######## sprite_compositor ########
**sprite_compositor: wires at chosen ports, followed through buffers**

Scale: 2 px per um.
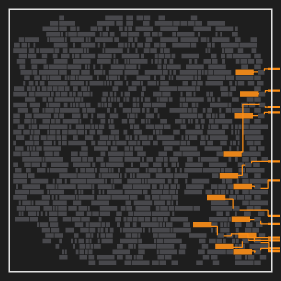

<file path="config.mk">
export PLATFORM = sky130hd
export DESIGN_NAME = sprite_compositor
export DESIGN_NICKNAME = d
export VERILOG_FILES = /design/src/rtl/sprite_pkg.sv /design/src/rtl/sprite_compositor_anim_ticker.sv /design/src/rtl/sprite_compositor.sv
export SDC_FILE = /design/constraint.sdc
export NUM_CORES = 1
export LEC_CHECK = 0
export CORE_UTILIZATION = 47
export CTS_BUF_LIST = sky130_fd_sc_hd__clkbuf_16
export CTS_CLUSTER_SIZE = 12
export DETAILED_ROUTE_END_ITERATION = 7
export GPL_TIMING_DRIVEN = 0
export HOLD_SLACK_MARGIN = 0.12
export PLACE_DENSITY = 0.69
export SKIP_CTS_REPAIR_TIMING = 1
export SYNTH_ARGS = -nofsm -noshare
export SYNTH_HDL_FRONTEND = slang
export SYNTH_HIERARCHICAL = 1
export SYNTH_SLANG_ARGS = --single-unit
</file>
<file path="constraint.sdc">
create_clock -name clk -period 2.95 [get_ports clk]
set_input_delay 0.59 -clock clk [delete_from_list [all_inputs] [get_ports clk]]
set_output_delay 0.59 -clock clk [all_outputs]
set_load 0.005 [all_outputs]
</file>
<file path="src/rtl/sprite_pkg.sv">
// Shared geometry and colour constants for the sprite compositor.
package sprite_pkg;
  localparam int BG_W  = 551;
  localparam int BG_H  = 401;
  localparam int SPR_W = 47;
  localparam int SPR_H = 41;
  localparam int RGB_W = 12;

  typedef logic [RGB_W-1:0] rgb_t;

  localparam rgb_t KEY = 12'h428;
endpackage

</file>
<file path="src/rtl/sprite_compositor_anim_ticker.sv">
// Animation clock: advances anim_step once every FRAME_TICKS cycles, wrapping 15->0.
// Free-running, no backpressure.
module anim_ticker #(
  parameter int FRAME_TICKS = 2_000_000
) (
  input  logic       clk,
  input  logic       rstn,
  output logic [3:0] anim_step
);
  localparam int CW = (FRAME_TICKS > 1) ? $clog2(FRAME_TICKS) : 1;
  localparam logic [CW-1:0] LAST = CW'(FRAME_TICKS - 1);

  logic [CW-1:0] cnt;

  always_ff @(posedge clk or negedge rstn) begin
    if (!rstn) begin
      cnt       <= '0;
      anim_step <= 4'd0;
    end else if (cnt == LAST) begin
      cnt       <= '0;
      anim_step <= anim_step + 4'd1;
    end else begin
      cnt       <= cnt + CW'(1);
    end
  end
endmodule

</file>
<file path="src/rtl/sprite_compositor.sv">
// Per-pixel background + animated sprite overlay; pixel lags coordinates by 3 clk.
// Fully pipelined, one pixel per clk, no backpressure.
module sprite_compositor
  import sprite_pkg::*;
#(
  parameter int FRAME_TICKS = 2_000_000
) (
  input  logic        clk,
  input  logic        rstn,
  input  logic [9:0]  col_addr,
  input  logic [8:0]  row_addr,
  input  logic [9:0]  spr_x,
  input  logic [8:0]  spr_y,
  output logic [18:0] bg_addr,
  input  logic [11:0] bg_data,
  output logic [10:0] spr_addr,
  input  logic [11:0] spr_data0,
  input  logic [11:0] spr_data1,
  input  logic [11:0] spr_data2,
  input  logic [11:0] spr_data3,
  output logic [11:0] pixel,
  output logic [3:0]  anim_step
);
  logic        bg_in_c, spr_in_c;
  logic        bg_in_s1, spr_in_s1, bg_in_s2, spr_in_s2;
  logic [10:0] col_e, row_e, spr_x_e, spr_y_e, spr_x_end, spr_y_end;
  logic [9:0]  dx;
  logic [8:0]  dy;
  rgb_t        spr_sel;

  anim_ticker #(.FRAME_TICKS(FRAME_TICKS)) u_ticker (
    .clk       (clk),
    .rstn      (rstn),
    .anim_step (anim_step)
  );

  // Bounds are compared at 11 bits so a sprite near column 1023 cannot wrap onto column 0.
  assign col_e     = {1'b0, col_addr};
  assign row_e     = {2'b0, row_addr};
  assign spr_x_e   = {1'b0, spr_x};
  assign spr_y_e   = {2'b0, spr_y};
  assign spr_x_end = spr_x_e + 11'(SPR_W - 1);
  assign spr_y_end = spr_y_e + 11'(SPR_H - 1);

  assign bg_in_c  = (col_addr < 10'(BG_W)) && (row_addr < 9'(BG_H));
  assign spr_in_c = (col_e >= spr_x_e) && (col_e <= spr_x_end) &&
                    (row_e >= spr_y_e) && (row_e <= spr_y_end);
  assign dx = col_addr - spr_x;
  assign dy = row_addr - spr_y;

  always_ff @(posedge clk or negedge rstn) begin
    if (!rstn) begin
      bg_addr   <= '0;
      spr_addr  <= '0;
      bg_in_s1  <= 1'b0;
      spr_in_s1 <= 1'b0;
      bg_in_s2  <= 1'b0;
      spr_in_s2 <= 1'b0;
      pixel     <= '0;
    end else begin
      bg_addr   <= bg_in_c ? (19'(row_addr) * 19'(BG_W) + 19'(col_addr)) : 19'd0;
      spr_addr  <= spr_in_c ? (11'(dy) * 11'(SPR_W) + 11'(dx)) : 11'd0;
      bg_in_s1  <= bg_in_c;
      spr_in_s1 <= spr_in_c;
      bg_in_s2  <= bg_in_s1;
      spr_in_s2 <= spr_in_s1;
      if (spr_in_s2 && spr_sel != KEY)
        pixel <= spr_sel;
      else if (bg_in_s2)
        pixel <= bg_data;
      else
        pixel <= 12'h000;
    end
  end

  always_comb begin
    spr_sel = spr_data0;
    case (anim_step[3:2])
      2'd0: spr_sel = spr_data0;
      2'd1: spr_sel = spr_data1;
      2'd2: spr_sel = spr_data2;
      2'd3: spr_sel = spr_data3;
      default: spr_sel = spr_data0;
    endcase
  end
endmodule

</file>
######## async_fifo_rd_stream ########
===== src/rtl/cdc_pkg.sv =====
// Shared helpers for the async FIFO read-side logic: depth legality, pointer sizing
// and the default-width stream beat type.
package cdc_pkg;

  localparam int STREAM_DATA_W = 8;

  typedef struct packed {
    logic [STREAM_DATA_W-1:0] data;
  } stream_beat_t;

  function automatic bit buf_depth_ok(input int depth);
    return (depth >= 2) && (depth <= 8);
  endfunction

  // Never returns 0 so a depth of 1 or 2 still yields a usable 1-bit pointer.
  function automatic int ptr_width(input int depth);
    return (depth <= 2) ? 1 : $clog2(depth);
  endfunction

endpackage


===== src/rtl/stream_circ_buf.sv =====
// Small circular buffer with head-of-queue output; pointers wrap explicitly so any
// depth 2..8 works, not only powers of two.
module stream_circ_buf
  import cdc_pkg::*;
#(
  parameter int DATA_WIDTH = 8,
  parameter int BUF_DEPTH  = 3,
  localparam int PTR_W     = ptr_width(BUF_DEPTH),
  localparam int OCC_W     = ptr_width(BUF_DEPTH + 1)
) (
  input  logic                  clk_i,
  input  logic                  rst_ni,
  input  logic                  push_i,
  input  logic [DATA_WIDTH-1:0] push_data_i,
  input  logic                  pop_i,
  input  logic                  flush_i,
  output logic [OCC_W-1:0]      occ_o,
  output logic [DATA_WIDTH-1:0] head_o
);

  logic [DATA_WIDTH-1:0] mem_q [BUF_DEPTH];
  logic [DATA_WIDTH-1:0] mem_d [BUF_DEPTH];
  logic [PTR_W-1:0]      wr_ptr_q, wr_ptr_d;
  logic [PTR_W-1:0]      rd_ptr_q, rd_ptr_d;
  logic [OCC_W-1:0]      occ_q, occ_d;
  logic                  do_push, do_pop;

  function automatic logic [PTR_W-1:0] ptr_inc(input logic [PTR_W-1:0] p);
    return (p == PTR_W'(BUF_DEPTH - 1)) ? '0 : p + PTR_W'(1);
  endfunction

  assign do_push = push_i & ~flush_i;
  assign do_pop  = pop_i & ~flush_i;

  for (genvar gi = 0; gi < BUF_DEPTH; gi++) begin : g_entry
    assign mem_d[gi] = (do_push && (wr_ptr_q == PTR_W'(gi))) ? push_data_i : mem_q[gi];
  end

  always_comb begin
    wr_ptr_d = wr_ptr_q;
    rd_ptr_d = rd_ptr_q;
    occ_d    = occ_q;
    if (flush_i) begin
      wr_ptr_d = '0;
      rd_ptr_d = '0;
      occ_d    = '0;
    end else begin
      if (do_push) wr_ptr_d = ptr_inc(wr_ptr_q);
      if (do_pop)  rd_ptr_d = ptr_inc(rd_ptr_q);
      // Push and pop together leave the occupancy unchanged.
      if (do_push && !do_pop)      occ_d = occ_q + OCC_W'(1);
      else if (do_pop && !do_push) occ_d = occ_q - OCC_W'(1);
    end
  end

  always_ff @(posedge clk_i or negedge rst_ni) begin
    if (!rst_ni) begin
      wr_ptr_q <= '0;
      rd_ptr_q <= '0;
      occ_q    <= '0;
      for (int i = 0; i < BUF_DEPTH; i++) mem_q[i] <= '0;
    end else begin
      wr_ptr_q <= wr_ptr_d;
      rd_ptr_q <= rd_ptr_d;
      occ_q    <= occ_d;
      for (int i = 0; i < BUF_DEPTH; i++) mem_q[i] <= mem_d[i];
    end
  end

  assign occ_o  = occ_q;
  assign head_o = mem_q[rd_ptr_q];

endmodule


===== src/rtl/async_fifo_rd_stream.sv =====
// Read-side adapter for the async FIFO: drains the rrdy/reb read port into a
// valid/ready stream, hiding the 1-cycle read latency behind a credit-tracked buffer.
module async_fifo_rd_stream
  import cdc_pkg::*;
#(
  parameter int DATA_WIDTH = 8,
  parameter int BUF_DEPTH  = 3,
  parameter int CNT_WIDTH  = 16
) (
  input  logic                  clk_i,
  input  logic                  rst_ni,
  input  logic                  fifo_rrdy_i,
  input  logic [DATA_WIDTH-1:0] fifo_doutb_i,
  output logic                  fifo_reb_o,
  input  logic                  flush_i,
  output logic                  m_valid_o,
  output logic [DATA_WIDTH-1:0] m_data_o,
  input  logic                  m_ready_i,
  output logic [CNT_WIDTH-1:0]  count_o
);

  localparam int OCC_W = ptr_width(BUF_DEPTH + 1);

  if (!buf_depth_ok(BUF_DEPTH)) begin : g_bad_depth
    $error("async_fifo_rd_stream: BUF_DEPTH must be in 2..8");
  end

  logic                 run_q, run_d;
  logic                 inflight_q, inflight_d;
  logic [CNT_WIDTH-1:0] count_q, count_d;
  logic [OCC_W-1:0]     occ;
  logic                 credit_ok;
  logic                 push, pop;

  // Credits count both buffered words and the word still on its way from the FIFO.
  assign credit_ok = (int'(occ) + int'(inflight_q)) < BUF_DEPTH;

  // run_q keeps reb low while reset is held, even with rrdy already high.
  assign fifo_reb_o = run_q & fifo_rrdy_i & ~flush_i & credit_ok;
  assign m_valid_o  = (occ != '0);
  assign push       = inflight_q & ~flush_i;
  assign pop        = m_valid_o & m_ready_i & ~flush_i;

  stream_circ_buf #(
    .DATA_WIDTH(DATA_WIDTH),
    .BUF_DEPTH (BUF_DEPTH)
  ) u_buf (
    .clk_i      (clk_i),
    .rst_ni     (rst_ni),
    .push_i     (push),
    .push_data_i(fifo_doutb_i),
    .pop_i      (pop),
    .flush_i    (flush_i),
    .occ_o      (occ),
    .head_o     (m_data_o)
  );

  always_comb begin
    run_d      = 1'b1;
    inflight_d = fifo_reb_o;
    count_d    = count_q;
    if (pop) count_d = count_q + CNT_WIDTH'(1);
  end

  always_ff @(posedge clk_i or negedge rst_ni) begin
    if (!rst_ni) begin
      run_q      <= 1'b0;
      inflight_q <= 1'b0;
      count_q    <= '0;
    end else begin
      run_q      <= run_d;
      inflight_q <= inflight_d;
      count_q    <= count_d;
    end
  end

  assign count_o = count_q;

endmodule


===== config.mk =====
export PLATFORM = sky130hd
export DESIGN_NAME = async_fifo_rd_stream
export DESIGN_NICKNAME = d
export VERILOG_FILES = /design/src/rtl/cdc_pkg.sv /design/src/rtl/stream_circ_buf.sv /design/src/rtl/async_fifo_rd_stream.sv
export SDC_FILE = /design/constraint.sdc
export NUM_CORES = 1
export LEC_CHECK = 0
export ABC_AREA = 1
export CORE_MARGIN = 5
export CORE_UTILIZATION = 43
export CTS_CLUSTER_DIAMETER = 30
export DETAILED_ROUTE_END_ITERATION = 8
export GPL_ROUTABILITY_DRIVEN = 0
export MAX_ROUTING_LAYER = met4
export PLACE_DENSITY = 0.76
export SLEW_MARGIN = 20
export SYNTH_ARGS = -nofsm -noshare
export SYNTH_HDL_FRONTEND = slang
export SYNTH_SLANG_ARGS = --single-unit

===== constraint.sdc =====
create_clock -name clk_i -period 1.6 [get_ports clk_i]
set_input_delay 0.24 -clock clk_i [delete_from_list [all_inputs] [get_ports clk_i]]
set_output_delay 0.24 -clock clk_i [all_outputs]
set_load 0.05 [all_outputs]

**sprite_compositor: cells by drive strength**

Scale: 4 px per um.
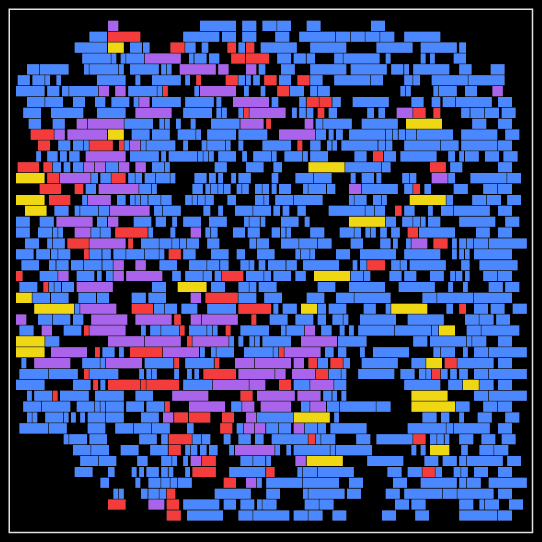
- red: _2 cells (cells 93; share 9.4%; most used inv_2)
- yellow: _6 and larger (cells 25; share 2.5%; most used clkbuf_16)
- blue: _0 and _1 cells (cells 782; share 79%; most used clkdlybuf4s50_1)
- purple: _3 and _4 cells (cells 90; share 9.1%; most used buf_4)

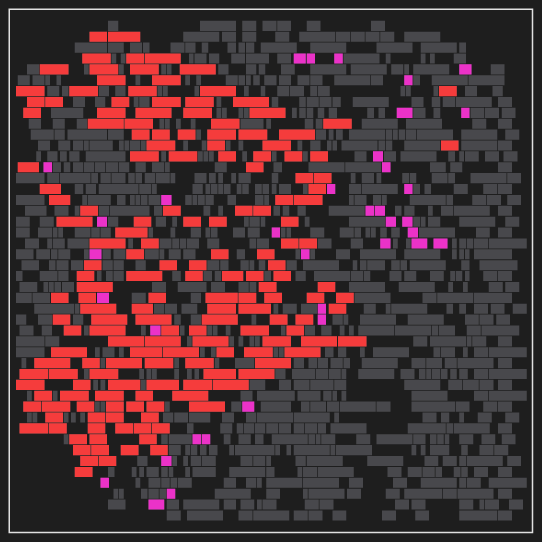
**Above:** sprite_compositor (gate families picked out).
Scale: 4 px per um.
- red: adder and majority cells (cells 172)
- magenta: AND and OR gates (cells 36)

Notes on 'wires at chosen ports, followed through buffers' of sprite_compositor above:
- orange: pixel (bits 12; direction output; edge east; end cells 12; wire 193 um)

==> impl_metrics.tcl, sprite_compositor <==
# collected from the flow reports
set metrics [dict create \
    chip_area_um2 17000 \
    cp-start-kind "primary input" \
    route.met3.wl_um 1090 \
    htreeDepth 3 \
    violations "setup timing" \
    route.detailed.drc 0 \
    antenna_found_initial 1 \
    dieWidth_um 130 \
    clk_latency_ns 0.32 \
    tool_warnings 37 \
    clockBufferCount 9 \
    num_rows 46 \
    portBuffers 145 \
    fmax_mhz 196 \
    ys_ff 71 \
    outcome "finished, violations left" \
    synth-edff-count 0 \
    setup_viol 25 \
    seqPwrFrac_pct 11.1 \
    num_vias 6346 \
    setup_ws_ns -2.16 \
    crit_chain "buf_16 > inv_16 > ha_4 > inv_2 > fa_2 > a21o_1 > a21oi_4 > o21bai_1 > a21oi_2 > xnor2_2 > fa_1 > fa_2 > fa_1 > inv_2 > fa_1 > inv_2 > ha_4 > o21ai_1 > nor2_1 > a21oi_2 > o21bai_1 > a21oi_1 > xor2_1 > nor3_2" \
    p_comb_mw 8.07 \
    slowest_delay_ns 0.51 \
    hold_viol_final 0 \
    whs_path_depth 0 \
    largest_registers "u_ticker/cnt (21), bg_addr (19), pixel (12)" \
    max-cap-violations 0 \
    wl_um 19100 \
    largest_class "multi-input combinational cells" \
    p_comb_share_pct 78.7 \
]
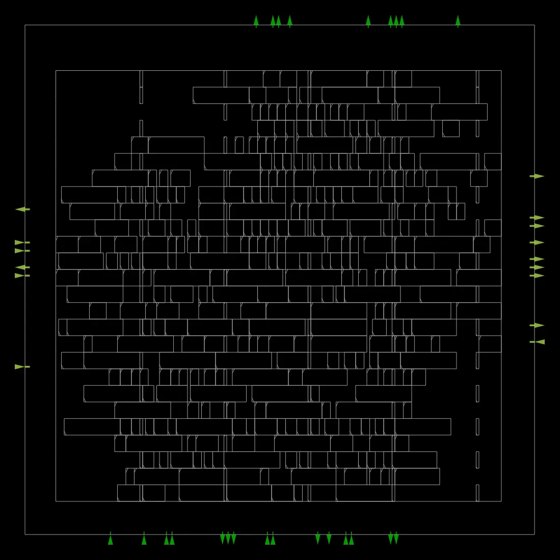
**Above:** async_fifo_rd_stream (placed standard cells).
Core Area: 5170 um^2
Fill cells: 409
Tapcell Cnt: 70
# rows: 26

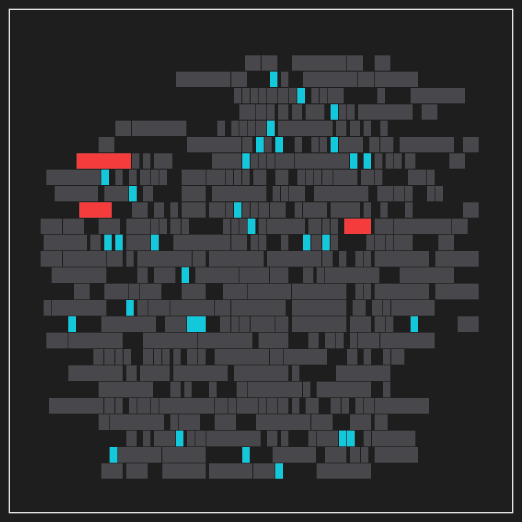
**Above:** async_fifo_rd_stream (gate families picked out).
Scale: 6 px per um.
- red: adder and majority cells (cells 3)
- cyan: inverters (cells 30)

==> impl_metrics.tcl, async_fifo_rd_stream <==
# collected from the flow reports
set metrics [dict create \
    cts_tree "done" \
    placed_cells 405 \
    setup_ws_ns -0.204 \
    postSynthSeqShare_pct 51.5 \
    path_class "reg2out" \
    rsz0062_at_grt "yes" \
    outcome "finished, violations left" \
    violations "setup timing" \
    ys_top_cells_by_count "105 x nand2_1, 48 x dfrtp_1, 29 x inv_1" \
    io_pins 39 \
    fp_util_pct 45.1 \
    drive_gt1_share_pct 27.2 \
    slowest_delay_ns 0.40 \
    setup_viol 9 \
    p_sw_mw 1.91 \
]


==> layout pictures side by side <==
Pin placement.
panel A
Scale: 4 px per um. Pins as bars across the die edge, other pins in grey.
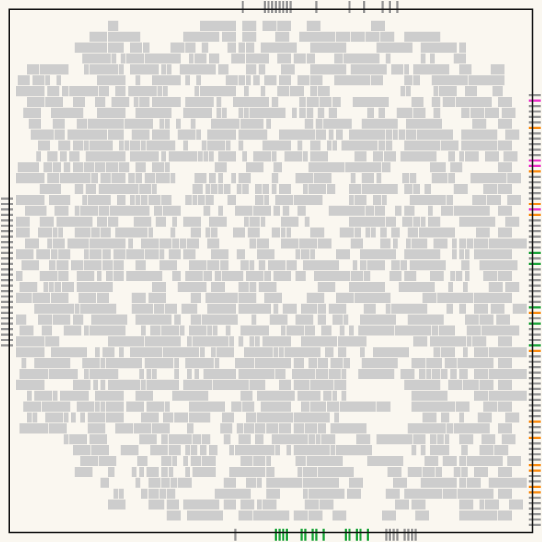
panel B
Scale: 6 px per um. Pins as bars across the die edge, other pins in grey.
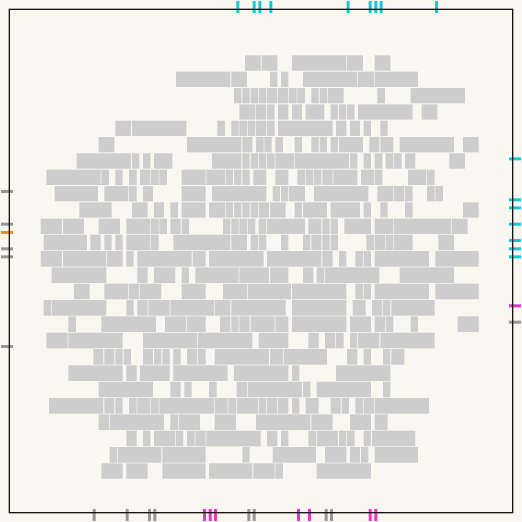
| from | picture |
|---|---|
| async_fifo_rd_stream | panel B |
| sprite_compositor | panel A |
The one with the most pins is panel A.

Key to panel A:
- green: bg_addr (pins 19; direction output; edge 14 south, 5 east)
- orange: pixel (pins 12; direction output; edge east)
- magenta: anim_step (pins 4; direction output; edge east)

